==================== mul_div_unit
**mul_div_unit: cell area per tile**

Bar = 50 um. The die is cut into 17 by 17 equal tiles; dark blue is low, red is high, 0 to 100% covered.
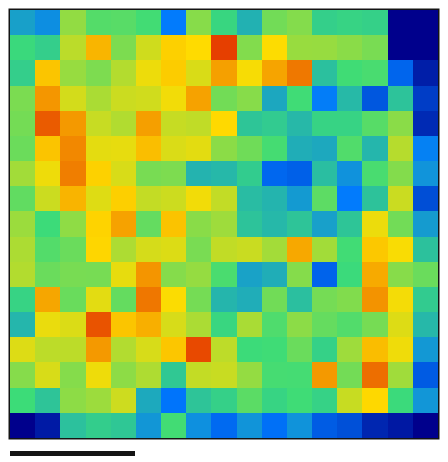

[config.mk]
export PLATFORM = sky130hd
export DESIGN_NAME = mul_div_unit
export DESIGN_NICKNAME = d
export VERILOG_FILES = /design/src/rtl/md_pkg.sv /design/src/rtl/md_iter_core.sv /design/src/rtl/mul_div_unit.sv
export SDC_FILE = /design/constraint.sdc
export NUM_CORES = 1
export LEC_CHECK = 0
export ABC_AREA = 0
export CORE_MARGIN = 1
export CORE_UTILIZATION = 53
export CTS_BUF_LIST = sky130_fd_sc_hd__clkbuf_8
export DETAILED_ROUTE_END_ITERATION = 6
export PLACE_DENSITY_LB_ADDON = 0.3
export RECOVER_POWER = 25
export SLEW_MARGIN = 20
export SYNTH_ARGS = -nofsm -noshare
export SYNTH_HDL_FRONTEND = slang
export SYNTH_SLANG_ARGS = --single-unit
[constraint.sdc]
create_clock -name clk_100M -period 9.9 [get_ports clk_100M]
set_clock_uncertainty 0.2 [all_clocks]
set_input_delay 1.98 -clock clk_100M [delete_from_list [all_inputs] [get_ports clk_100M]]
set_output_delay 1.98 -clock clk_100M [all_outputs]
set_load 0.01 [all_outputs]
[src/rtl/md_pkg.sv]
// Shared definitions for the iterative RV32M multiply/divide unit:
// operand width, funct3 encodings, FSM state encoding and op-class helper.
package md_pkg;

  localparam int XLEN = 32;

  localparam logic [2:0] F3_MUL    = 3'b000;
  localparam logic [2:0] F3_MULH   = 3'b001;
  localparam logic [2:0] F3_MULHSU = 3'b010;
  localparam logic [2:0] F3_MULHU  = 3'b011;
  localparam logic [2:0] F3_DIV    = 3'b100;
  localparam logic [2:0] F3_DIVU   = 3'b101;
  localparam logic [2:0] F3_REM    = 3'b110;
  localparam logic [2:0] F3_REMU   = 3'b111;

  typedef enum logic [1:0] {
    ST_IDLE = 2'd0,
    ST_CALC = 2'd1,
    ST_FIX  = 2'd2
  } md_state_e;

  function automatic logic is_div(input logic [2:0] f3);
    return f3[2];
  endfunction

endpackage

[src/rtl/md_iter_core.sv]
// Radix-2 datapath: one shift-add (multiply) or restoring step (divide) per step cycle.
// Operates on magnitudes only; sign handling and result selection live in the parent.
module md_iter_core #(
  parameter int XLEN = md_pkg::XLEN
) (
  input  logic              clk_100M,
  input  logic              rst,
  input  logic              load,
  input  logic              step,
  input  logic              div_op,
  input  logic [XLEN-1:0]   mag_a,
  input  logic [XLEN-1:0]   mag_b,
  output logic              last_step,
  output logic [2*XLEN-1:0] prod,
  output logic [XLEN-1:0]   quot,
  output logic [XLEN-1:0]   rem
);
  import md_pkg::*;

  localparam int CW = $clog2(XLEN);

  // Shared accumulator: multiply keeps {hi, lo} product, divide keeps {rem, quot}.
  logic [2*XLEN-1:0] acc_q, acc_d;
  logic [XLEN-1:0]   b_q, b_d;
  logic [CW-1:0]     cnt_q, cnt_d;

  logic [XLEN:0]     mul_sum;
  logic [XLEN:0]     div_shift;
  logic [XLEN:0]     div_diff;

  always_comb begin
    acc_d = acc_q;
    b_d   = b_q;
    cnt_d = cnt_q;

    mul_sum   = {1'b0, acc_q[2*XLEN-1:XLEN]} + (acc_q[0] ? {1'b0, b_q} : '0);
    div_shift = acc_q[2*XLEN-1:XLEN-1];
    div_diff  = div_shift - {1'b0, b_q};

    if (load) begin
      acc_d = {{XLEN{1'b0}}, mag_a};
      b_d   = mag_b;
      cnt_d = '0;
    end else if (step) begin
      cnt_d = cnt_q + 1'b1;
      if (div_op) begin
        // Remainder stays below |b|, so a non-borrowing difference fits XLEN bits.
        if (!div_diff[XLEN]) acc_d = {div_diff[XLEN-1:0], acc_q[XLEN-2:0], 1'b1};
        else                 acc_d = {acc_q[2*XLEN-2:0], 1'b0};
      end else begin
        acc_d = {mul_sum, acc_q[XLEN-1:1]};
      end
    end
  end

  always_ff @(posedge clk_100M) begin
    if (rst) begin
      acc_q <= '0;
      b_q   <= '0;
      cnt_q <= '0;
    end else begin
      acc_q <= acc_d;
      b_q   <= b_d;
      cnt_q <= cnt_d;
    end
  end

  assign last_step = step && (cnt_q == CW'(XLEN-1));
  assign prod      = acc_q;
  assign quot      = acc_q[XLEN-1:0];
  assign rem       = acc_q[2*XLEN-1:XLEN];

endmodule

[src/rtl/mul_div_unit.sv]
// Iterative RV32M mul/div: start on rising edge of clk_ctl_mul_div, XLEN+1 cycles
// with alu_complete low (1 cycle for divide special cases); edges while busy are ignored.
module mul_div_unit #(
  parameter int XLEN = md_pkg::XLEN
) (
  input  logic            clk_100M,
  input  logic            rst,
  input  logic            clk_ctl_mul_div,
  input  logic            md_en,
  input  logic [2:0]      funct3,
  input  logic [XLEN-1:0] rs1_data,
  input  logic [XLEN-1:0] rs2_data,
  output logic [XLEN-1:0] md_result,
  output logic            md_busy,
  output logic            alu_complete
);
  import md_pkg::*;

  localparam logic [XLEN-1:0] MIN_NEG = {1'b1, {(XLEN-1){1'b0}}};

  md_state_e       state_q, state_d;
  logic            strobe_q, strobe_d;
  logic [2:0]      f3_q, f3_d;
  logic            sign_a_q, sign_a_d;
  logic            sign_b_q, sign_b_d;
  logic            spec_q, spec_d;
  logic [XLEN-1:0] spec_res_q, spec_res_d;
  logic [XLEN-1:0] md_result_q, md_result_d;
  logic            alu_complete_q, alu_complete_d;
  logic            md_busy_q, md_busy_d;

  logic            start, accept;
  logic            a_signed, b_signed, neg_a, neg_b;
  logic            div_zero, div_ovf, special;
  logic [XLEN-1:0] mag_a, mag_b, spec_val, fix_res;
  logic            op_div, last_step;
  logic [2*XLEN-1:0] prod_raw, prod_fix;
  logic [XLEN-1:0]   quot_raw, rem_raw;

  assign start  = clk_ctl_mul_div & ~strobe_q;
  assign accept = (state_q == ST_IDLE) && start && md_en;
  assign op_div = is_div(f3_q);

  always_comb begin
    a_signed = funct3 inside {F3_MULH, F3_MULHSU, F3_DIV, F3_REM};
    b_signed = funct3 inside {F3_MULH, F3_DIV, F3_REM};
    neg_a    = a_signed && rs1_data[XLEN-1];
    neg_b    = b_signed && rs2_data[XLEN-1];
    mag_a    = neg_a ? -rs1_data : rs1_data;
    mag_b    = neg_b ? -rs2_data : rs2_data;
    div_zero = (rs2_data == '0);
    div_ovf  = (funct3 inside {F3_DIV, F3_REM}) && (rs1_data == MIN_NEG) && (rs2_data == '1);
    special  = is_div(funct3) && (div_zero || div_ovf);
    if (div_zero) spec_val = funct3[1] ? rs1_data : '1;
    else          spec_val = funct3[1] ? '0 : rs1_data;
  end

  md_iter_core #(.XLEN(XLEN)) u_core (
    .clk_100M  (clk_100M),
    .rst       (rst),
    .load      (accept),
    .step      (state_q == ST_CALC),
    .div_op    (op_div),
    .mag_a     (mag_a),
    .mag_b     (mag_b),
    .last_step (last_step),
    .prod      (prod_raw),
    .quot      (quot_raw),
    .rem       (rem_raw)
  );

  always_comb begin
    prod_fix = (sign_a_q ^ sign_b_q) ? -prod_raw : prod_raw;
    if (spec_q)           fix_res = spec_res_q;
    else if (op_div) begin
      if (f3_q[1])        fix_res = sign_a_q ? -rem_raw : rem_raw;
      else                fix_res = (sign_a_q ^ sign_b_q) ? -quot_raw : quot_raw;
    end
    else if (f3_q == F3_MUL) fix_res = prod_fix[XLEN-1:0];
    else                  fix_res = prod_fix[2*XLEN-1:XLEN];
  end

  always_comb begin
    state_d        = state_q;
    strobe_d       = clk_ctl_mul_div;
    f3_d           = f3_q;
    sign_a_d       = sign_a_q;
    sign_b_d       = sign_b_q;
    spec_d         = spec_q;
    spec_res_d     = spec_res_q;
    md_result_d    = md_result_q;
    alu_complete_d = alu_complete_q;
    md_busy_d      = md_busy_q;

    case (state_q)
      ST_IDLE: begin
        if (accept) begin
          f3_d           = funct3;
          sign_a_d       = neg_a;
          sign_b_d       = neg_b;
          spec_d         = special;
          spec_res_d     = spec_val;
          alu_complete_d = 1'b0;
          md_busy_d      = 1'b1;
          state_d        = special ? ST_FIX : ST_CALC;
        end
      end
      ST_CALC: begin
        if (last_step) state_d = ST_FIX;
      end
      ST_FIX: begin
        md_result_d    = fix_res;
        alu_complete_d = 1'b1;
        md_busy_d      = 1'b0;
        state_d        = ST_IDLE;
      end
      default: state_d = ST_IDLE;
    endcase
  end

  always_ff @(posedge clk_100M) begin
    if (rst) begin
      state_q        <= ST_IDLE;
      strobe_q       <= 1'b0;
      f3_q           <= '0;
      sign_a_q       <= 1'b0;
      sign_b_q       <= 1'b0;
      spec_q         <= 1'b0;
      spec_res_q     <= '0;
      md_result_q    <= '0;
      alu_complete_q <= 1'b1;
      md_busy_q      <= 1'b0;
    end else begin
      state_q        <= state_d;
      strobe_q       <= strobe_d;
      f3_q           <= f3_d;
      sign_a_q       <= sign_a_d;
      sign_b_q       <= sign_b_d;
      spec_q         <= spec_d;
      spec_res_q     <= spec_res_d;
      md_result_q    <= md_result_d;
      alu_complete_q <= alu_complete_d;
      md_busy_q      <= md_busy_d;
    end
  end

  assign md_result    = md_result_q;
  assign alu_complete = alu_complete_q;
  assign md_busy      = md_busy_q;

endmodule

==================== gpsreceiver2_rxcap_flat
==> src/rtl/gpsreceiver2_rxcap_if.sv <==
// Purpose: bundles the front-end pins, capture control, status and sample-RAM
//          write bus of the GPS capture stage.
// Signals:
//   gps_clk_in/gps_sign/gps_mag  front-end sample clock and {sign,mag} data
//   start/abort                  1-cycle control pulses
//   busy/done                    capture status
//   mem_we/mem_a/mem_d           sample RAM write port
//   rx_count_0                   words written since last start
// Modports: master = capture stage, slave = front-end/CSR/RAM side.
interface gpsreceiver2_rxcap_if #(
  parameter int unsigned depth_log2 = 10
);
  logic                  gps_clk_in;
  logic                  gps_sign;
  logic                  gps_mag;
  logic                  start;
  logic                  abort;
  logic                  busy;
  logic                  done;
  logic                  mem_we;
  logic [depth_log2-1:0] mem_a;
  logic [31:0]           mem_d;
  logic [depth_log2:0]   rx_count_0;

  modport master (
    input  gps_clk_in, gps_sign, gps_mag, start, abort,
    output busy, done, mem_we, mem_a, mem_d, rx_count_0
  );

  modport slave (
    output gps_clk_in, gps_sign, gps_mag, start, abort,
    input  busy, done, mem_we, mem_a, mem_d, rx_count_0
  );
endinterface

==> src/rtl/gpsreceiver2_rxcap.sv <==
// Purpose: GPS front-end capture. Synchronises the front-end clock/data into
//          sys_clk, packs 16 {sign,mag} samples per 32-bit word (sample 0 in
//          bits [1:0]) and writes the words into the sample RAM until the
//          2^depth_log2-word buffer is full.
// Ports:
//   sys_clk  system clock (also oversamples the front-end clock)
//   sys_rst  asynchronous active-high reset
//   bus      master side of gpsreceiver2_rxcap_if (pins, control, status, RAM)
module gpsreceiver2_rxcap #(
  parameter int unsigned depth_log2 = 10
) (
  input logic                  sys_clk,
  input logic                  sys_rst,
  gpsreceiver2_rxcap_if.master bus
);

  localparam int unsigned AW = depth_log2;
  localparam int unsigned CW = depth_log2 + 1;
  localparam logic [CW-1:0] CNT_LAST = CW'((32'd1 << depth_log2) - 32'd1);

  localparam logic [1:0] S_IDLE    = 2'd0;
  localparam logic [1:0] S_CAPTURE = 2'd1;
  localparam logic [1:0] S_DONE    = 2'd2;

  logic clk_s1_q, clk_s2_q, clk_s3_q;
  logic sign_s1_q, sign_s2_q;
  logic mag_s1_q, mag_s2_q;
  logic rise_c;

  logic [1:0]    state_q, state_d;
  logic [3:0]    idx_q, idx_d;
  logic [31:0]   pack_q, pack_d;
  logic [31:0]   word_c;
  logic          mem_we_q, mem_we_d;
  logic [AW-1:0] mem_a_q, mem_a_d;
  logic [31:0]   mem_d_q, mem_d_d;
  logic [CW-1:0] cnt_q, cnt_d;
  logic          busy_q, busy_d;
  logic          done_q, done_d;

  // Two-flop synchronisers; third clock flop for rising-edge detect
  always_ff @(posedge sys_clk or posedge sys_rst) begin
    if (sys_rst) begin
      clk_s1_q  <= 1'b0;
      clk_s2_q  <= 1'b0;
      clk_s3_q  <= 1'b0;
      sign_s1_q <= 1'b0;
      sign_s2_q <= 1'b0;
      mag_s1_q  <= 1'b0;
      mag_s2_q  <= 1'b0;
    end else begin
      clk_s1_q  <= bus.gps_clk_in;
      clk_s2_q  <= clk_s1_q;
      clk_s3_q  <= clk_s2_q;
      sign_s1_q <= bus.gps_sign;
      sign_s2_q <= sign_s1_q;
      mag_s1_q  <= bus.gps_mag;
      mag_s2_q  <= mag_s1_q;
    end
  end

  assign rise_c = clk_s2_q & ~clk_s3_q;

  // New sample shifts in at the top so sample 0 lands in [1:0] after 16 shifts
  assign word_c = {sign_s2_q, mag_s2_q, pack_q[31:2]};

  // Next-state and datapath
  always_comb begin
    state_d  = state_q;
    idx_d    = idx_q;
    pack_d   = pack_q;
    mem_we_d = 1'b0;
    mem_a_d  = mem_a_q;
    mem_d_d  = mem_d_q;
    cnt_d    = cnt_q;

    if (bus.abort) begin
      // Partial word and any not-yet-issued write are dropped; counters kept
      // for readback unless start arrives together with abort.
      state_d = S_IDLE;
      idx_d   = 4'd0;
      pack_d  = '0;
      if (bus.start) begin
        mem_a_d = '0;
        cnt_d   = '0;
      end
    end else if (bus.start) begin
      state_d = S_CAPTURE;
      idx_d   = 4'd0;
      pack_d  = '0;
      mem_a_d = '0;
      cnt_d   = '0;
    end else if (state_q == S_CAPTURE) begin
      // Account for the write currently on the RAM port
      if (mem_we_q) begin
        cnt_d   = cnt_q + CW'(1);
        mem_a_d = mem_a_q + AW'(1);
        if (cnt_q == CNT_LAST) begin
          state_d = S_DONE;
        end
      end
      if (rise_c) begin
        idx_d = idx_q + 4'd1;
        if (idx_q == 4'd15) begin
          mem_we_d = 1'b1;
          mem_d_d  = word_c;
          pack_d   = '0;
        end else begin
          pack_d = word_c;
        end
      end
    end

    busy_d = (state_d == S_CAPTURE);
    done_d = (state_d == S_DONE);
  end

  // State and output registers
  always_ff @(posedge sys_clk or posedge sys_rst) begin
    if (sys_rst) begin
      state_q  <= S_IDLE;
      idx_q    <= 4'd0;
      pack_q   <= '0;
      mem_we_q <= 1'b0;
      mem_a_q  <= '0;
      mem_d_q  <= '0;
      cnt_q    <= '0;
      busy_q   <= 1'b0;
      done_q   <= 1'b0;
    end else begin
      state_q  <= state_d;
      idx_q    <= idx_d;
      pack_q   <= pack_d;
      mem_we_q <= mem_we_d;
      mem_a_q  <= mem_a_d;
      mem_d_q  <= mem_d_d;
      cnt_q    <= cnt_d;
      busy_q   <= busy_d;
      done_q   <= done_d;
    end
  end

  assign bus.busy       = busy_q;
  assign bus.done       = done_q;
  assign bus.mem_we     = mem_we_q;
  assign bus.mem_a      = mem_a_q;
  assign bus.mem_d      = mem_d_q;
  assign bus.rx_count_0 = cnt_q;

endmodule

==> src/flat_wrapper.sv <==
// flat-port wrapper written by rule: the top's interface ports become plain ports
module gpsreceiver2_rxcap_flat 
#(
  parameter int unsigned depth_log2 = 10
)
  (sys_clk, sys_rst, bus_gps_clk_in, bus_gps_sign, bus_gps_mag, bus_start, bus_abort, bus_busy, bus_done, bus_mem_we, bus_mem_a, bus_mem_d, bus_rx_count_0);
  gpsreceiver2_rxcap_if #(.depth_log2(depth_log2)) bus_i ();
  input logic sys_clk;
  input logic sys_rst;
  input wire logic [$bits(bus_i.gps_clk_in)-1:0] bus_gps_clk_in;
  input wire logic [$bits(bus_i.gps_sign)-1:0] bus_gps_sign;
  input wire logic [$bits(bus_i.gps_mag)-1:0] bus_gps_mag;
  input wire logic [$bits(bus_i.start)-1:0] bus_start;
  input wire logic [$bits(bus_i.abort)-1:0] bus_abort;
  output wire logic [$bits(bus_i.busy)-1:0] bus_busy;
  output wire logic [$bits(bus_i.done)-1:0] bus_done;
  output wire logic [$bits(bus_i.mem_we)-1:0] bus_mem_we;
  output wire logic [$bits(bus_i.mem_a)-1:0] bus_mem_a;
  output wire logic [$bits(bus_i.mem_d)-1:0] bus_mem_d;
  output wire logic [$bits(bus_i.rx_count_0)-1:0] bus_rx_count_0;
  assign bus_i.gps_clk_in = bus_gps_clk_in;
  assign bus_i.gps_sign = bus_gps_sign;
  assign bus_i.gps_mag = bus_gps_mag;
  assign bus_i.start = bus_start;
  assign bus_i.abort = bus_abort;
  assign bus_busy = bus_i.busy;
  assign bus_done = bus_i.done;
  assign bus_mem_we = bus_i.mem_we;
  assign bus_mem_a = bus_i.mem_a;
  assign bus_mem_d = bus_i.mem_d;
  assign bus_rx_count_0 = bus_i.rx_count_0;
  gpsreceiver2_rxcap #(.depth_log2(depth_log2)) u_core (.sys_clk(sys_clk), .sys_rst(sys_rst), .bus(bus_i));
endmodule
==> config.mk <==
export PLATFORM = sky130hd
export DESIGN_NAME = gpsreceiver2_rxcap_flat
export DESIGN_NICKNAME = d
export VERILOG_FILES = /design/src/rtl/gpsreceiver2_rxcap_if.sv /design/src/rtl/gpsreceiver2_rxcap.sv /design/src/flat_wrapper.sv
export SDC_FILE = /design/constraint.sdc
export NUM_CORES = 1
export LEC_CHECK = 0
export CAP_MARGIN = 20
export CORE_MARGIN = 2
export CORE_UTILIZATION = 30
export DETAILED_ROUTE_END_ITERATION = 10
export GPL_ROUTABILITY_DRIVEN = 1
export PLACE_DENSITY = 0.53
export RECOVER_POWER = 100
export SYNTH_ARGS = -nofsm -noshare
export SYNTH_HDL_FRONTEND = slang
export SYNTH_SLANG_ARGS = --single-unit
==> constraint.sdc <==
create_clock -name sys_clk -period 3.8 [get_ports sys_clk]
set_input_delay 0.57 -clock sys_clk [delete_from_list [all_inputs] [get_ports sys_clk]]
set_output_delay 0.57 -clock sys_clk [all_outputs]
set_load 0.02 [all_outputs]
==================== sample_arb_flat
--- src/rtl/sample_arb_pkg.sv ---
// sample_arb_pkg: shared definitions for the sample_arb slice.
//   - one-hot FSM state encoding
//   - default operand width and add constant
//   - add_const(): one pass of the add-constant datapath
// Configuration macro: SAMPLE_ARB_SAT_EN (saturate each pass instead of wrapping).
package sample_arb_pkg;

  localparam int unsigned DEF_WIDTH    = 8;
  localparam logic [7:0]  DEF_CONSTVAL = 8'b1100_1001;

  // Widest datapath add_const() supports.
  localparam int unsigned MAX_W = 16;

  typedef enum logic [2:0] {
    ST_IDLE = 3'b100,
    ST_CALC = 3'b010,
    ST_OUT  = 3'b001
  } state_e;

  // One pass of x + c limited to the low w bits; w must be in 1..MAX_W.
  function automatic logic [MAX_W-1:0] add_const(input logic [MAX_W-1:0] x,
                                                 input logic [MAX_W-1:0] c,
                                                 input int unsigned      w);
    logic [MAX_W:0] sum;
    logic [MAX_W:0] lim;
    sum = {1'b0, x} + {1'b0, c};
    lim = ((MAX_W+1)'(1) << w) - (MAX_W+1)'(1);
`ifdef SAMPLE_ARB_SAT_EN
    if (sum > lim) sum = lim;
`endif
    sum = sum & lim;
    return sum[MAX_W-1:0];
  endfunction

endpackage

--- src/rtl/sample_arb_if.sv ---
// sample_arb_if: requester, result and status signals of sample_arb.
//   slave  : the arbiter side (sample_arb)
//   master : the source/consumer side (upstream requesters and result sink)
interface sample_arb_if #(
  parameter int unsigned WIDTH = 8
);
  logic             req0_valid;
  logic [WIDTH-1:0] req0_data;
  logic             req0_ready;
  logic             req1_valid;
  logic [WIDTH-1:0] req1_data;
  logic             req1_ready;
  logic             res_valid;
  logic [WIDTH-1:0] res_data;
  logic             res_id;
  logic             res_ready;
  logic             busy;

  modport slave (
    input  req0_valid, req0_data, req1_valid, req1_data, res_ready,
    output req0_ready, req1_ready, res_valid, res_data, res_id, busy
  );

  modport master (
    output req0_valid, req0_data, req1_valid, req1_data, res_ready,
    input  req0_ready, req1_ready, res_valid, res_data, res_id, busy
  );
endinterface

--- src/rtl/sample_arb_rr.sv ---
// sample_arb_rr: two-way round-robin grant.
//   i_valid0/i_valid1 : requests
//   i_last_grant      : requester granted most recently (0 or 1)
//   i_enable          : grants are forced low when deasserted
//   o_grant0/o_grant1 : one-hot (or zero) grant
module sample_arb_rr (
  input  logic i_valid0,
  input  logic i_valid1,
  input  logic i_last_grant,
  input  logic i_enable,
  output logic o_grant0,
  output logic o_grant1
);

  always_comb begin
    o_grant0 = 1'b0;
    o_grant1 = 1'b0;
    if (i_enable) begin
      if (i_valid0 && i_valid1) begin
        // contention: the requester that did not win last time goes first
        o_grant0 = i_last_grant;
        o_grant1 = ~i_last_grant;
      end else begin
        o_grant0 = i_valid0;
        o_grant1 = i_valid1;
      end
    end
  end

endmodule

--- src/rtl/sample_arb.sv ---
// sample_arb: two-requester round-robin arbiter and sequencer for the shared
// add-constant datapath. One operand is accepted at a time, ITER passes of
// acc + CONSTVAL are run, and the result is returned tagged with the requester id.
//   clk, reset_n : clock (rising edge) and async active-low reset
//   bus (slave)  : req0/req1 valid/data/ready, res valid/data/id/ready, busy
// Parameters: WIDTH (1..16), CONSTVAL, ITER (1..15).
// Configuration macro: SAMPLE_ARB_SAT_EN (saturating passes, see sample_arb_pkg).
//
// state   | meaning
// --------+------------------------------------------------
// ST_IDLE | arbitrating, ready to accept an operand
// ST_CALC | running the ITER add passes
// ST_OUT  | result presented, waiting for res_ready
module sample_arb
  import sample_arb_pkg::*;
#(
  parameter int unsigned      WIDTH    = DEF_WIDTH,
  parameter logic [WIDTH-1:0] CONSTVAL = WIDTH'(DEF_CONSTVAL),
  parameter int unsigned      ITER     = 2
) (
  input  logic         clk,
  input  logic         reset_n,
  sample_arb_if.slave  bus
);

  state_e           r_state;
  state_e           w_state_nxt;
  logic [WIDTH-1:0] r_acc;
  logic [3:0]       r_cnt;
  logic             r_id;
  logic             r_last_grant;
  logic             w_idle;
  logic             w_grant0;
  logic             w_grant1;
  logic             w_last_pass;
  logic [WIDTH-1:0] w_sum;

  // Ready is held low while reset is asserted, even though the state is ST_IDLE.
  assign w_idle      = (r_state == ST_IDLE) && reset_n;
  assign w_last_pass = (r_cnt == 4'(ITER - 1));
  assign w_sum       = WIDTH'(add_const(MAX_W'(r_acc), MAX_W'(CONSTVAL), WIDTH));

  sample_arb_rr u_rr (
    .i_valid0     (bus.req0_valid),
    .i_valid1     (bus.req1_valid),
    .i_last_grant (r_last_grant),
    .i_enable     (w_idle),
    .o_grant0     (w_grant0),
    .o_grant1     (w_grant1)
  );

  always_ff @(posedge clk or negedge reset_n) begin
    if (!reset_n) r_state <= ST_IDLE;
    else          r_state <= w_state_nxt;
  end

  always_comb begin
    w_state_nxt = ST_IDLE;
    case (r_state)
      ST_IDLE: w_state_nxt = (w_grant0 || w_grant1) ? ST_CALC : ST_IDLE;
      ST_CALC: w_state_nxt = w_last_pass ? ST_OUT : ST_CALC;
      ST_OUT:  w_state_nxt = bus.res_ready ? ST_IDLE : ST_OUT;
      default: w_state_nxt = ST_IDLE;
    endcase
  end

  always_ff @(posedge clk or negedge reset_n) begin
    if (!reset_n) begin
      r_acc        <= '0;
      r_cnt        <= '0;
      r_id         <= 1'b0;
      r_last_grant <= 1'b1;
    end else begin
      case (r_state)
        ST_IDLE: begin
          if (w_grant0) begin
            r_acc        <= bus.req0_data;
            r_id         <= 1'b0;
            r_last_grant <= 1'b0;
            r_cnt        <= '0;
          end else if (w_grant1) begin
            r_acc        <= bus.req1_data;
            r_id         <= 1'b1;
            r_last_grant <= 1'b1;
            r_cnt        <= '0;
          end
        end
        ST_CALC: begin
          r_acc <= w_sum;
          r_cnt <= r_cnt + 4'd1;
        end
        default: ;
      endcase
    end
  end

  assign bus.req0_ready = w_grant0;
  assign bus.req1_ready = w_grant1;
  assign bus.res_valid  = (r_state == ST_OUT);
  assign bus.res_data   = (r_state == ST_OUT) ? r_acc : '0;
  assign bus.res_id     = (r_state == ST_OUT) ? r_id : 1'b0;
  assign bus.busy       = (r_state != ST_IDLE);

endmodule
--- src/flat_wrapper.sv ---
// flat-port wrapper written by rule: the top's interface ports become plain ports
module sample_arb_flat import sample_arb_pkg::*;
#(
  parameter int unsigned      WIDTH    = DEF_WIDTH,
  parameter logic [WIDTH-1:0] CONSTVAL = WIDTH'(DEF_CONSTVAL),
  parameter int unsigned      ITER     = 2
)
  (clk, reset_n, bus_req0_valid, bus_req0_data, bus_req1_valid, bus_req1_data, bus_res_ready, bus_req0_ready, bus_req1_ready, bus_res_valid, bus_res_data, bus_res_id, bus_busy);
  sample_arb_if #(.WIDTH(WIDTH)) bus_i ();
  input  logic clk;
  input  logic reset_n;
  input wire logic [$bits(bus_i.req0_valid)-1:0] bus_req0_valid;
  input wire logic [$bits(bus_i.req0_data)-1:0] bus_req0_data;
  input wire logic [$bits(bus_i.req1_valid)-1:0] bus_req1_valid;
  input wire logic [$bits(bus_i.req1_data)-1:0] bus_req1_data;
  input wire logic [$bits(bus_i.res_ready)-1:0] bus_res_ready;
  output wire logic [$bits(bus_i.req0_ready)-1:0] bus_req0_ready;
  output wire logic [$bits(bus_i.req1_ready)-1:0] bus_req1_ready;
  output wire logic [$bits(bus_i.res_valid)-1:0] bus_res_valid;
  output wire logic [$bits(bus_i.res_data)-1:0] bus_res_data;
  output wire logic [$bits(bus_i.res_id)-1:0] bus_res_id;
  output wire logic [$bits(bus_i.busy)-1:0] bus_busy;
  assign bus_i.req0_valid = bus_req0_valid;
  assign bus_i.req0_data = bus_req0_data;
  assign bus_i.req1_valid = bus_req1_valid;
  assign bus_i.req1_data = bus_req1_data;
  assign bus_i.res_ready = bus_res_ready;
  assign bus_req0_ready = bus_i.req0_ready;
  assign bus_req1_ready = bus_i.req1_ready;
  assign bus_res_valid = bus_i.res_valid;
  assign bus_res_data = bus_i.res_data;
  assign bus_res_id = bus_i.res_id;
  assign bus_busy = bus_i.busy;
  sample_arb #(.WIDTH(WIDTH), .CONSTVAL(CONSTVAL), .ITER(ITER)) u_core (.clk(clk), .reset_n(reset_n), .bus(bus_i));
endmodule
--- config.mk ---
export PLATFORM = sky130hd
export DESIGN_NAME = sample_arb_flat
export DESIGN_NICKNAME = d
export VERILOG_FILES = /design/src/rtl/sample_arb_pkg.sv /design/src/rtl/sample_arb_if.sv /design/src/rtl/sample_arb_rr.sv /design/src/rtl/sample_arb.sv /design/src/flat_wrapper.sv
export SDC_FILE = /design/constraint.sdc
export NUM_CORES = 1
export LEC_CHECK = 0
export CORE_AREA = 2 2 51 53
export CTS_CLUSTER_DIAMETER = 120
export CTS_CLUSTER_SIZE = 14
export DETAILED_ROUTE_END_ITERATION = 12
export DIE_AREA = 0 0 53 55
export HOLD_SLACK_MARGIN = 0.15
export PLACE_DENSITY = 0.88
export SLEW_MARGIN = 20
export SYNTH_ARGS = -nofsm -noshare
export SYNTH_HDL_FRONTEND = slang
export SYNTH_SLANG_ARGS = --single-unit
--- constraint.sdc ---
create_clock -name clk -period 2.69 [get_ports clk]
set_input_delay 0.538 -clock clk [delete_from_list [all_inputs] [get_ports clk]]
set_output_delay 0.538 -clock clk [all_outputs]
set_load 0.02 [all_outputs]
==================== cio_bus_ctrl
[src/rtl/cio_bus_ctrl.sv]
// cio_bus_ctrl: host-bus register controller for the CIO port.
// Synchronised host strobes drive a small FSM over indexed 10-bit registers.
module cio_bus_ctrl #(
    parameter int         SYNC_STAGES = 2,
    parameter logic [9:0] ODR_RST     = 10'h0FF,
    parameter logic [1:0] LED_RST     = 2'b11
) (
    input  logic       CLK,
    input  logic       nRST,
    input  logic [1:0] ADDR,
    input  logic [7:0] DATA_IN,
    output logic [7:0] DATA_OUT,
    output logic       DATA_OE,
    input  logic       nWR,
    input  logic       nRD,
    input  logic [9:0] CIO_IDR,
    output logic [9:0] CIO_ODR,
    output logic [9:0] CIO_CFG,
    output logic [1:0] LED
);
    typedef enum logic [2:0] {
        IDLE, WR_EXEC, WR_WAIT, RD_LATCH, RD_WAIT, RD_END
    } state_t;

    state_t state, state_n;

    logic [SYNC_STAGES-1:0] wr_sync, rd_sync;
    logic wr_s, rd_s;

    logic [9:0] odr, odr_n, cfg, cfg_n;
    logic [1:0] led, led_n, index, index_n;
    logic       autoinc, autoinc_n;
    logic [7:0] stage, stage_n, dout, dout_n;
    logic [1:0] shadow, shadow_n, status, status_n;
    logic [1:0] st_set, st_clr;
    logic       rd_hi, rd_hi_n, armed, armed_n;
    logic [9:0] selected;
    logic [7:0] rd_mux;

    // Sync flops reset to "asserted" so a strobe held low across reset
    // is not accepted until it has been seen high.
    always_ff @(posedge CLK or negedge nRST) begin
        if (!nRST) begin
            wr_sync <= '0;
            rd_sync <= '0;
        end else begin
            wr_sync <= {wr_sync[SYNC_STAGES-2:0], nWR};
            rd_sync <= {rd_sync[SYNC_STAGES-2:0], nRD};
        end
    end

    assign wr_s = !wr_sync[SYNC_STAGES-1];
    assign rd_s = !rd_sync[SYNC_STAGES-1];

    always_comb begin
        case (index)
            2'd0:    selected = odr;
            2'd1:    selected = cfg;
            2'd2:    selected = CIO_IDR;
            default: selected = {8'b0, led};
        endcase
    end

    always_comb begin
        case (ADDR)
            2'd0:    rd_mux = {autoinc, 5'b0, index};
            2'd1:    rd_mux = selected[7:0];
            2'd2:    rd_mux = {6'b0, shadow};
            default: rd_mux = {6'b0, status};
        endcase
    end

    always_comb begin
        state_n   = state;
        odr_n     = odr;
        cfg_n     = cfg;
        led_n     = led;
        index_n   = index;
        autoinc_n = autoinc;
        stage_n   = stage;
        shadow_n  = shadow;
        dout_n    = dout;
        rd_hi_n   = rd_hi;
        st_set    = 2'b00;
        st_clr    = 2'b00;
        armed_n   = armed | (!wr_s && !rd_s);
        case (state)
            IDLE: begin
                if (armed) begin
                    if (wr_s && rd_s) begin
                        st_set[1] = 1'b1;
                        state_n   = WR_WAIT;
                    end else if (wr_s) begin
                        state_n = WR_EXEC;
                    end else if (rd_s) begin
                        state_n = RD_LATCH;
                    end
                end
            end
            WR_EXEC: begin
                state_n = WR_WAIT;
                case (ADDR)
                    2'd0: begin
                        index_n   = DATA_IN[1:0];
                        autoinc_n = DATA_IN[7];
                    end
                    2'd1: stage_n = DATA_IN;
                    2'd2: begin
                        case (index)
                            2'd0:    odr_n = {DATA_IN[1:0], stage};
                            2'd1:    cfg_n = {DATA_IN[1:0], stage};
                            2'd2:    st_set[0] = 1'b1;
                            default: led_n = stage[1:0];
                        endcase
                        if (autoinc) index_n = index + 2'd1;
                    end
                    default: st_clr = DATA_IN[1:0];
                endcase
            end
            WR_WAIT: begin
                if (!wr_s && !rd_s) state_n = IDLE;
            end
            RD_LATCH: begin
                dout_n  = rd_mux;
                rd_hi_n = (ADDR == 2'd2);
                if (ADDR == 2'd1) shadow_n = selected[9:8];
                state_n = RD_WAIT;
            end
            RD_WAIT: begin
                if (wr_s) st_set[1] = 1'b1;
                else if (!rd_s) state_n = RD_END;
            end
            RD_END: begin
                if (autoinc && rd_hi) index_n = index + 2'd1;
                state_n = IDLE;
            end
            default: state_n = IDLE;
        endcase
        status_n = (status & ~st_clr) | st_set;
    end

    always_ff @(posedge CLK or negedge nRST) begin
        if (!nRST) begin
            state   <= IDLE;
            odr     <= ODR_RST;
            cfg     <= '0;
            led     <= LED_RST;
            index   <= '0;
            autoinc <= 1'b0;
            stage   <= '0;
            shadow  <= '0;
            status  <= '0;
            dout    <= 8'hFF;
            rd_hi   <= 1'b0;
            armed   <= 1'b0;
        end else begin
            state   <= state_n;
            odr     <= odr_n;
            cfg     <= cfg_n;
            led     <= led_n;
            index   <= index_n;
            autoinc <= autoinc_n;
            stage   <= stage_n;
            shadow  <= shadow_n;
            status  <= status_n;
            dout    <= dout_n;
            rd_hi   <= rd_hi_n;
            armed   <= armed_n;
        end
    end

    assign DATA_OE  = !nRD;
    assign DATA_OUT = dout;
    assign CIO_ODR  = odr;
    assign CIO_CFG  = cfg;
    assign LED      = led;
endmodule

[config.mk]
export PLATFORM = sky130hd
export DESIGN_NAME = cio_bus_ctrl
export DESIGN_NICKNAME = d
export VERILOG_FILES = /design/src/rtl/cio_bus_ctrl.sv
export SDC_FILE = /design/constraint.sdc
export NUM_CORES = 1
export LEC_CHECK = 0
export CAP_MARGIN = 10
export CORE_ASPECT_RATIO = 2
export CORE_MARGIN = 10
export CORE_UTILIZATION = 45
export DETAILED_ROUTE_END_ITERATION = 8
export PLACE_DENSITY_LB_ADDON = 0.05
export SYNTH_ARGS = -nofsm -noshare
export SYNTH_HDL_FRONTEND = slang
export SYNTH_SLANG_ARGS = --single-unit
[constraint.sdc]
create_clock -name CLK -period 1.83 [get_ports CLK]
set_input_delay 0.2745 -clock CLK [delete_from_list [all_inputs] [get_ports CLK]]
set_output_delay 0.2745 -clock CLK [all_outputs]
set_load 0.1 [all_outputs]
**mul_div_unit: metal 4**

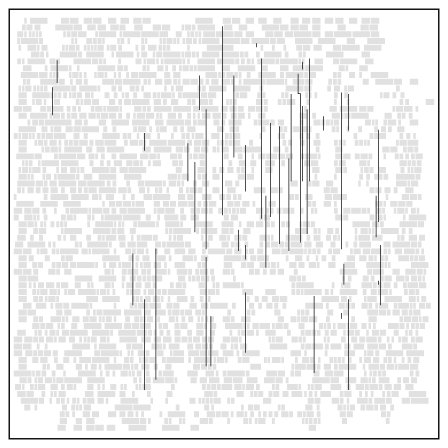
share of all routed wire: 2.1%
longest straight run: 75.5 um
main direction: vertical
nets with wire on the layer: 36

Notes on 'cell area per tile' of mul_div_unit above:
fullest tile: 93%
mean over tiles: 55%
tiles over 75% full: 15%
emptiest ninth of the die: north-east

==> git commit body, mul_div_unit <==
Update PnR metrics after Yosys + OpenROAD run

- Number of inserted filler cells in the final layout: 2677
- The final max-slew violation count recorded for this run is 150.
- Overall routed net length: 54.3 mm
- Yosys reported that registers with async set or reset make up 0%.
- Once detail routing completed, the nets flagged for antenna violations numbered 0.
* Cell variety after synth: 82
- Violations in the final reports: max-capacitance violations, max-slew violations
- Htree depth: 4
* Reported max-cap violation count: 3
* Synth top area share: 23.1%
- The flow ran to the end, but the final reports show violations.
- Number of non-clock buffers in the layout: 128
- Clock tree root driver cell: clkbuf_8
* Synth Cell Area: 15200 sq um
- Detailed Route Iter0 Violations: 1820
* DR pass1 iterations: 5
* CP arrival: 7270 ps
* Deepest clock path buffer count: 2
mul_div_unit: worst max-delay path, delay by kind of cell:
family | cells | cell delay (ps)
compound gates | 2 | 280
simple gates | 2 | 1270
buf+inv | 2 | 3730
mul_div_unit: report_power, final:
group / internal, mW / leakage [nW] / switching [mW]
logic: 0.279 / 4.92 / 0.447
clock network: 0.235 / 0.201 / 0.307
registers: 0.744 / 1.44 / 0.0706
total: 1.26 / 6.55 / 0.824
mul_div_unit: path summary, 6_finish.rpt:
check | startpoint | endpoint | slack (ps)
worst max-delay path | rst | u_core.prod[56] | 2840
worst min register to register | alu_complete | alu_complete | 250
worst min-delay path | alu_complete | alu_complete | 250
worst max register to register | u_core.prod[31] | u_core.prod[52] | 5440
mul_div_unit: stage by stage:
stage / std cells / util [%] / hold slack (ps)
global placement: 2473 / 58.5 / 229
detailed placement: 2473 / 58.5 / 239
finish: 2504 / 59.9 / 248
global route: 2504 / 59.9 / 293
CTS: 2504 / 59.9 / 255
floorplan: 2122 / - / 232
mul_div_unit: metal layers:
layer  GRT usage [%]  up-vias  part of all wire (%)
li1                -     7639                     -
met1            51.5     7587                    44
met2            54.2      731                    42
met3            11.8       88                    11
met4            10.6        4                   2.1
met5            2.61        -                  0.20
**sample_arb_flat: metal 1**

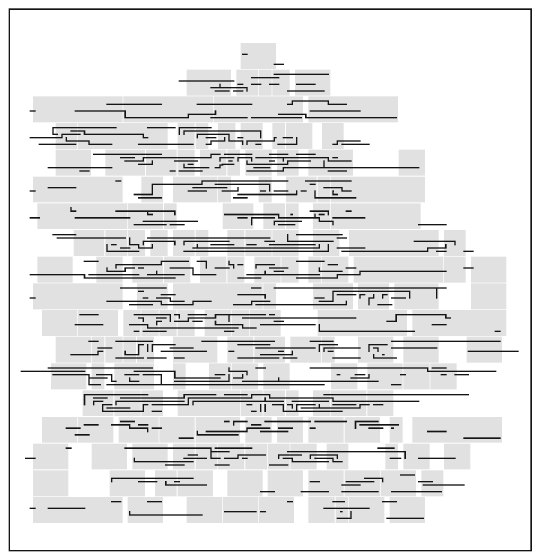
longest straight run: 22.1 um
nets with wire on the layer: 168
wire length on this layer: 1260 um

==> git commit body, sample_arb_flat <==
Update PnR metrics after Yosys + OpenROAD run

* PD cells: 747 nW/um^2
- All-layer global routing usage: 25.0%
* Run status: completed
- Pre-CTS WS: 41.0 ps
- Number of signal-net inverters in the final layout: 7
- Pre-placement core utilization: 48.5%
* Crit Reg-Reg Endpoint: u_core.r_acc[1]
- The routed design uses 198 um of met3 wire.
* Most flop-heavy register: u_core.r_acc
- The synthesis report gives the async set-or-reset register share as 100%.
- Number of inserted filler cells in the final layout: 192
- Cell variety after synth: 48
- The number of hold buffers added after CTS was 0.
- The tool warning count for the run is 27.
- Worst hold path class: register to register
* Clock share of power: 11.2%
- Number of buffers added for setup after CTS: 0
[sample_arb_flat: logic make-up (layout without fill, tap and decap cells)]
| kind of cell | Yosys count | count (layout) | synth area share, % |
|---|---|---|---|
| DFF | 17 | 17 | 37.3 |
| AOI/OAI and AO/OA | 39 | 39 | 24.6 |
| and+or+nand+nor | 47 | 47 | 25.3 |
| muxes | 4 | 4 | 3.82 |
| adders and majority gates | 3 | 3 | 3.27 |
| buffers and inverters | 14 | 56 | 5.67 |
[sample_arb_flat: layout by cell type (no fill, tap or decap), types with 2 or more instances in the layout]
cell / n
a31oi_1: 2
nand2_1: 5
buf_4: 12
o31ai_1: 4
a32oi_1: 2
clkdlybuf4s50_1: 33
o221ai_1: 2
mux2_1: 2
nand3_1: 2
o21ai_0: 8
nor2b_1: 2
o21a_1: 2
clkbuf_4: 3
o2bb2ai_1: 2
dfrtp_1: 15
inv_1: 7
a32o_1: 2
a21oi_1: 3
nand3b_1: 2
nand4_1: 4
nor3b_2: 2
ha_1: 3
dfstp_2: 2
a21o_1: 2
and2_1: 10
nor3_1: 4
nor2_1: 8
[sample_arb_flat: critical path: stages]
cell and delay, ps:
clkdlybuf4s50_1 480, and4bb_2 290, and2_1 160, clkdlybuf4s50_1 610
**gpsreceiver2_rxcap_flat: sizing map**

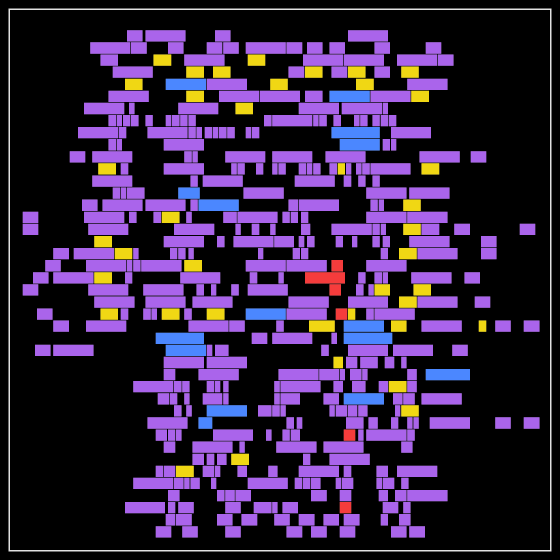
[yellow] _2 cells | cells: 39 | share: 9.1%
[purple] _0 and _1 cells | cells: 369 | share: 86%
[red] _3 and _4 cells | cells: 6 | share: 1.4%
[blue] _6 and larger | cells: 15 | share: 3.5%

==> git commit body, gpsreceiver2_rxcap_flat <==
Update PnR metrics after Yosys + OpenROAD run

* Count of non-filler cells in the finished layout: 605
- Clk power: 1.05 mW
* Reported max-cap violation count: 1
- The placement report lists the number of port buffers as 62.
- Fraction of the yosys area taken by sequential cells: 59.9%
* Total count of max-transition violations in the final report: 38
- Run status: finished with violations
* Violations in the final reports: max-capacitance violations, max-slew violations
- Of the total synthesized cell area, the portion taken by full adders, half adders and majority gates is 0.907%.
- Syn_nets: 376
* Fraction of area in registers: 46.8%
- The combinational power reported by the tool is 0.0643 mW.
* DR pass1 iterations: 4
- The type recorded for the worst min-delay path is register to register.
- Depth of the most critical reg-to-reg path: 5
==> gpsreceiver2_rxcap_flat: registers in the layout, indices dropped and copies added, names as in the netlist <==
name and cells:
u_core.bus.mem_d 32, u_core.bus.busy 1, u_core.sign_s2_q 1, u_core.idx_q 4
u_core.mag_s2_q 1, u_core.pack_q 30, u_core.state_q 2, u_core.bus.mem_a 10
u_core.clk_s1_q 1, u_core.bus.done 1, u_core.mag_s1_q 1, u_core.sign_s1_q 1
u_core.clk_s3_q 1, u_core.bus.rx_count_0 11, u_core.bus.mem_we 1, u_core.clk_s2_q 1
==> gpsreceiver2_rxcap_flat: worst max-delay path, delay by kind of cell <==
family          cells  cell delay [ps]
simple gates        1              180
compound gates      1              290
buf+inv             3             2030
==> gpsreceiver2_rxcap_flat: per-layer routing <==
| metal | vias up | part of all wire [%] | track usage, % |
|---|---|---|---|
| met5 | - | 0 | 0 |
| met4 | 0 | 1.5 | 4.74 |
| met3 | 10 | 4.0 | 2.63 |
| met2 | 49 | 48 | 18.2 |
| met1 | 1449 | 47 | 17.0 |
| li1 | 1406 | - | - |
**cio_bus_ctrl: cell area per tile**

Bar = 20 um. The die is cut into 7 by 12 equal tiles; dark blue is low, red is high, 0 to 100% covered.
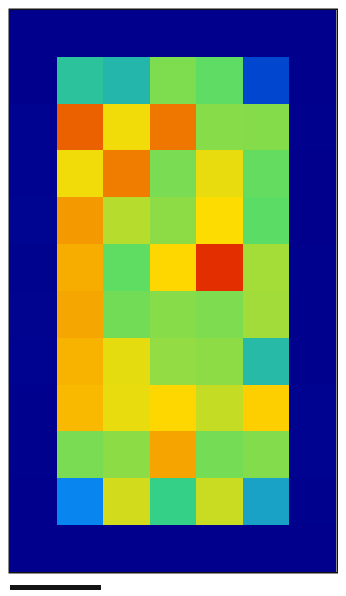
emptiest ninth of the die: north-east
fullest tile: 95%
tiles over 75% full: 16%
nearly empty tiles: 41%
densest ninth of the die: center

==> git commit body, cio_bus_ctrl <==
Update PnR metrics after Yosys + OpenROAD run

* Run status: completed
- PD cells: 1880 nW/um^2
* Total cell area reported by yosys after synthesis: 2410 sq um
- Cell Rows: 37
* Slowest stage delay, CP: 430 ps
- Before placement the cells fill 46.6% of the core.
- WL met2: 3.28 mm
- CP Launch Type: register
- Layer with the highest usage: met2
* Leakage: 1.54 nW
- Hold analysis shows the worst path with a depth of 0.
- The slowest stage of the critical path belongs to the cell dfrtp_1.
- Switching portion of total power: 49.7%
* Critical path launch point: index[0]
* Met3 WL post-DR: 452 um
- After detailed routing, the number of vias per cell comes to 5.56.
- WP data required: 2090 ps
* Synth top area share: 37.3%
- Clock tree root driver cell: clkbuf_8
- Placed wire-length estimate: 4.83 mm
* Synth Cell Area: 2410 sq um
- Fin nets: 294
- Crit path time final: 1730 ps
- Reg2Reg Setup Slack: 100 ps
- After synthesis, the share of flip-flops with an asynchronous set or reset is 100%.
- After clock tree synthesis, the repair step resized 0 gates.
* Yosys top cell by area: dfrtp_1
* Clock transition at the registers of the reported paths: 100 ps
* Worst slew pin tran: 408 ps
- After layout, the setup clock skew is reported as 11.6 ps.
* Number of I/O port buffers: 54
- Sequential group share of total power: 33.1%
* Wl on met1: 2.45 mm
- Wire length of the first global-routing pass: 10.2 mm
- STA lists the endpoint of the worst register-to-register path as DATA_OUT[0].
==> cio_bus_ctrl: cells in the final DEF, fill, tap and decap left out, drive strengths merged, types with 3 or more instances in the layout <==
cell and instances:
a21o 5, a21oi 4, a222oi 8, and3 3
buf 50, clkbuf 5, clkdlybuf4s50 22, dfrtp 36
dfstp 18, ha 4, inv 7, mux2 29
nand2 22, nand2b 3, nor2 5, nor2b 3
o21ai 13
==> cio_bus_ctrl: timing repair <==
| action | in CTS | in global routing |
|---|---|---|
| setup buffers | 0 | 0 |
| hold buffers | 1 | 0 |
| endpoints found under the hold margin | 9 | 0 |
==> cio_bus_ctrl: final cells by class <==
class                           count  area [sq um]  share of cell area [%]
Timing Repair Buffer               73           941                    27.2
Multi-Input combinational cell    126           958                    27.7
Sequential cell                    54          1380                    39.8
Clock buffer                        5          68.8                    1.99
Tap cell                           58          72.6                    2.10
Clock inverter                      3          18.8                   0.543
Inverter                            6          22.5                   0.651
==> cio_bus_ctrl: cell families after synthesis <==
logic type / synth area share, %
XOR/XNOR: 0.363
buffers and inverters: 3.42
adder cells (fa/ha/maj): 2.07
AND/OR/NAND/NOR: 10.2
multiplexers: 13.9
AND-OR/OR-AND: 13.2
flip-flops: 56.9


## Gallery

Routing congestion.
(a)
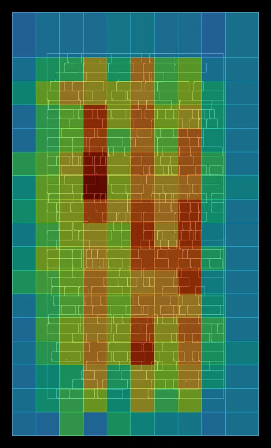
(b)
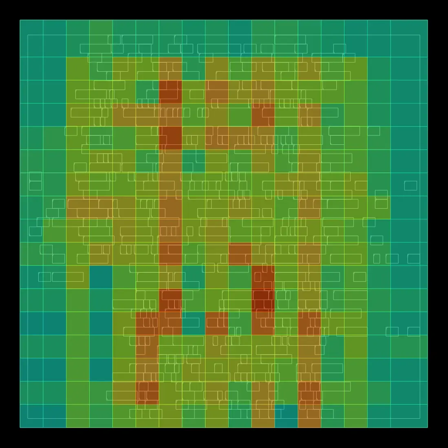
(c)
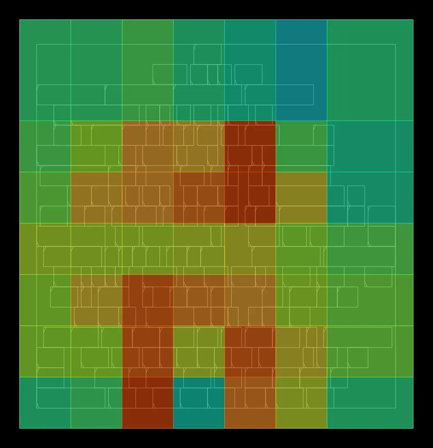
(d)
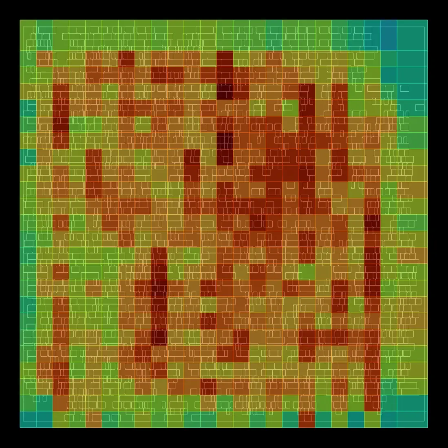
| picture | from |
|---|---|
| (c) | sample_arb_flat |
| (a) | cio_bus_ctrl |
| (d) | mul_div_unit |
| (b) | gpsreceiver2_rxcap_flat |
The one with the lowest track usage is (b).
The one with the lowest utilization is (b).


==> screenshots <==
Metal 1.
picture 1
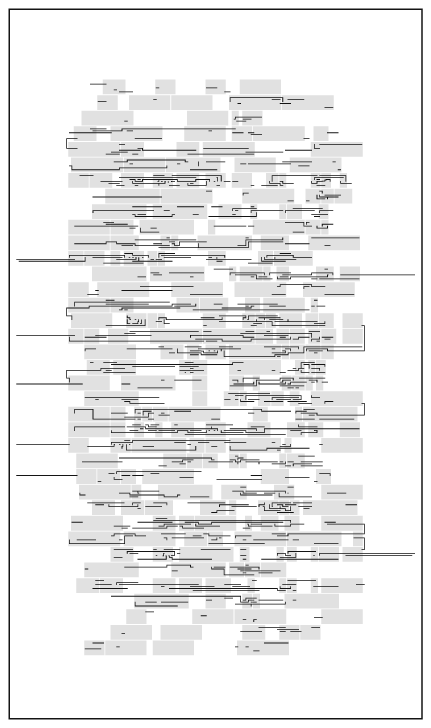
picture 2
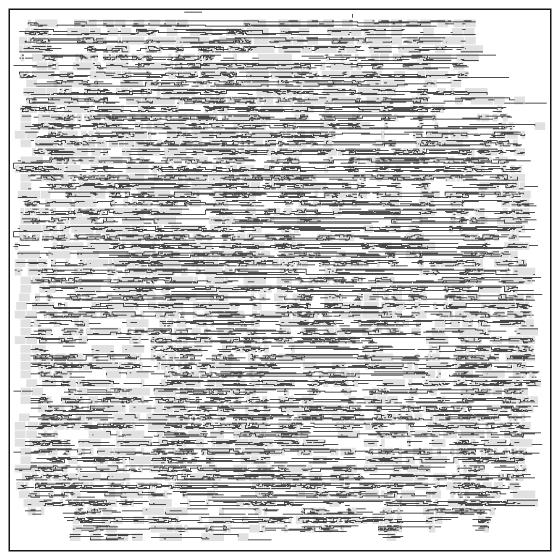
picture 3
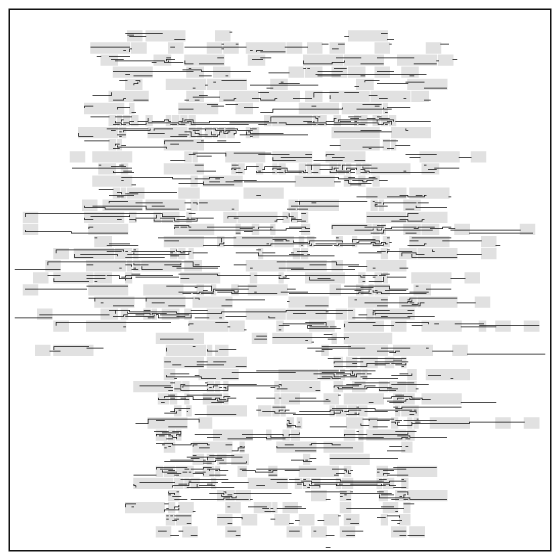
Picture 1 comes from cio_bus_ctrl.
Picture 3 comes from gpsreceiver2_rxcap_flat.
Picture 2 comes from mul_div_unit.

No activity file was given, so power comes from the tool's default toggle rates.
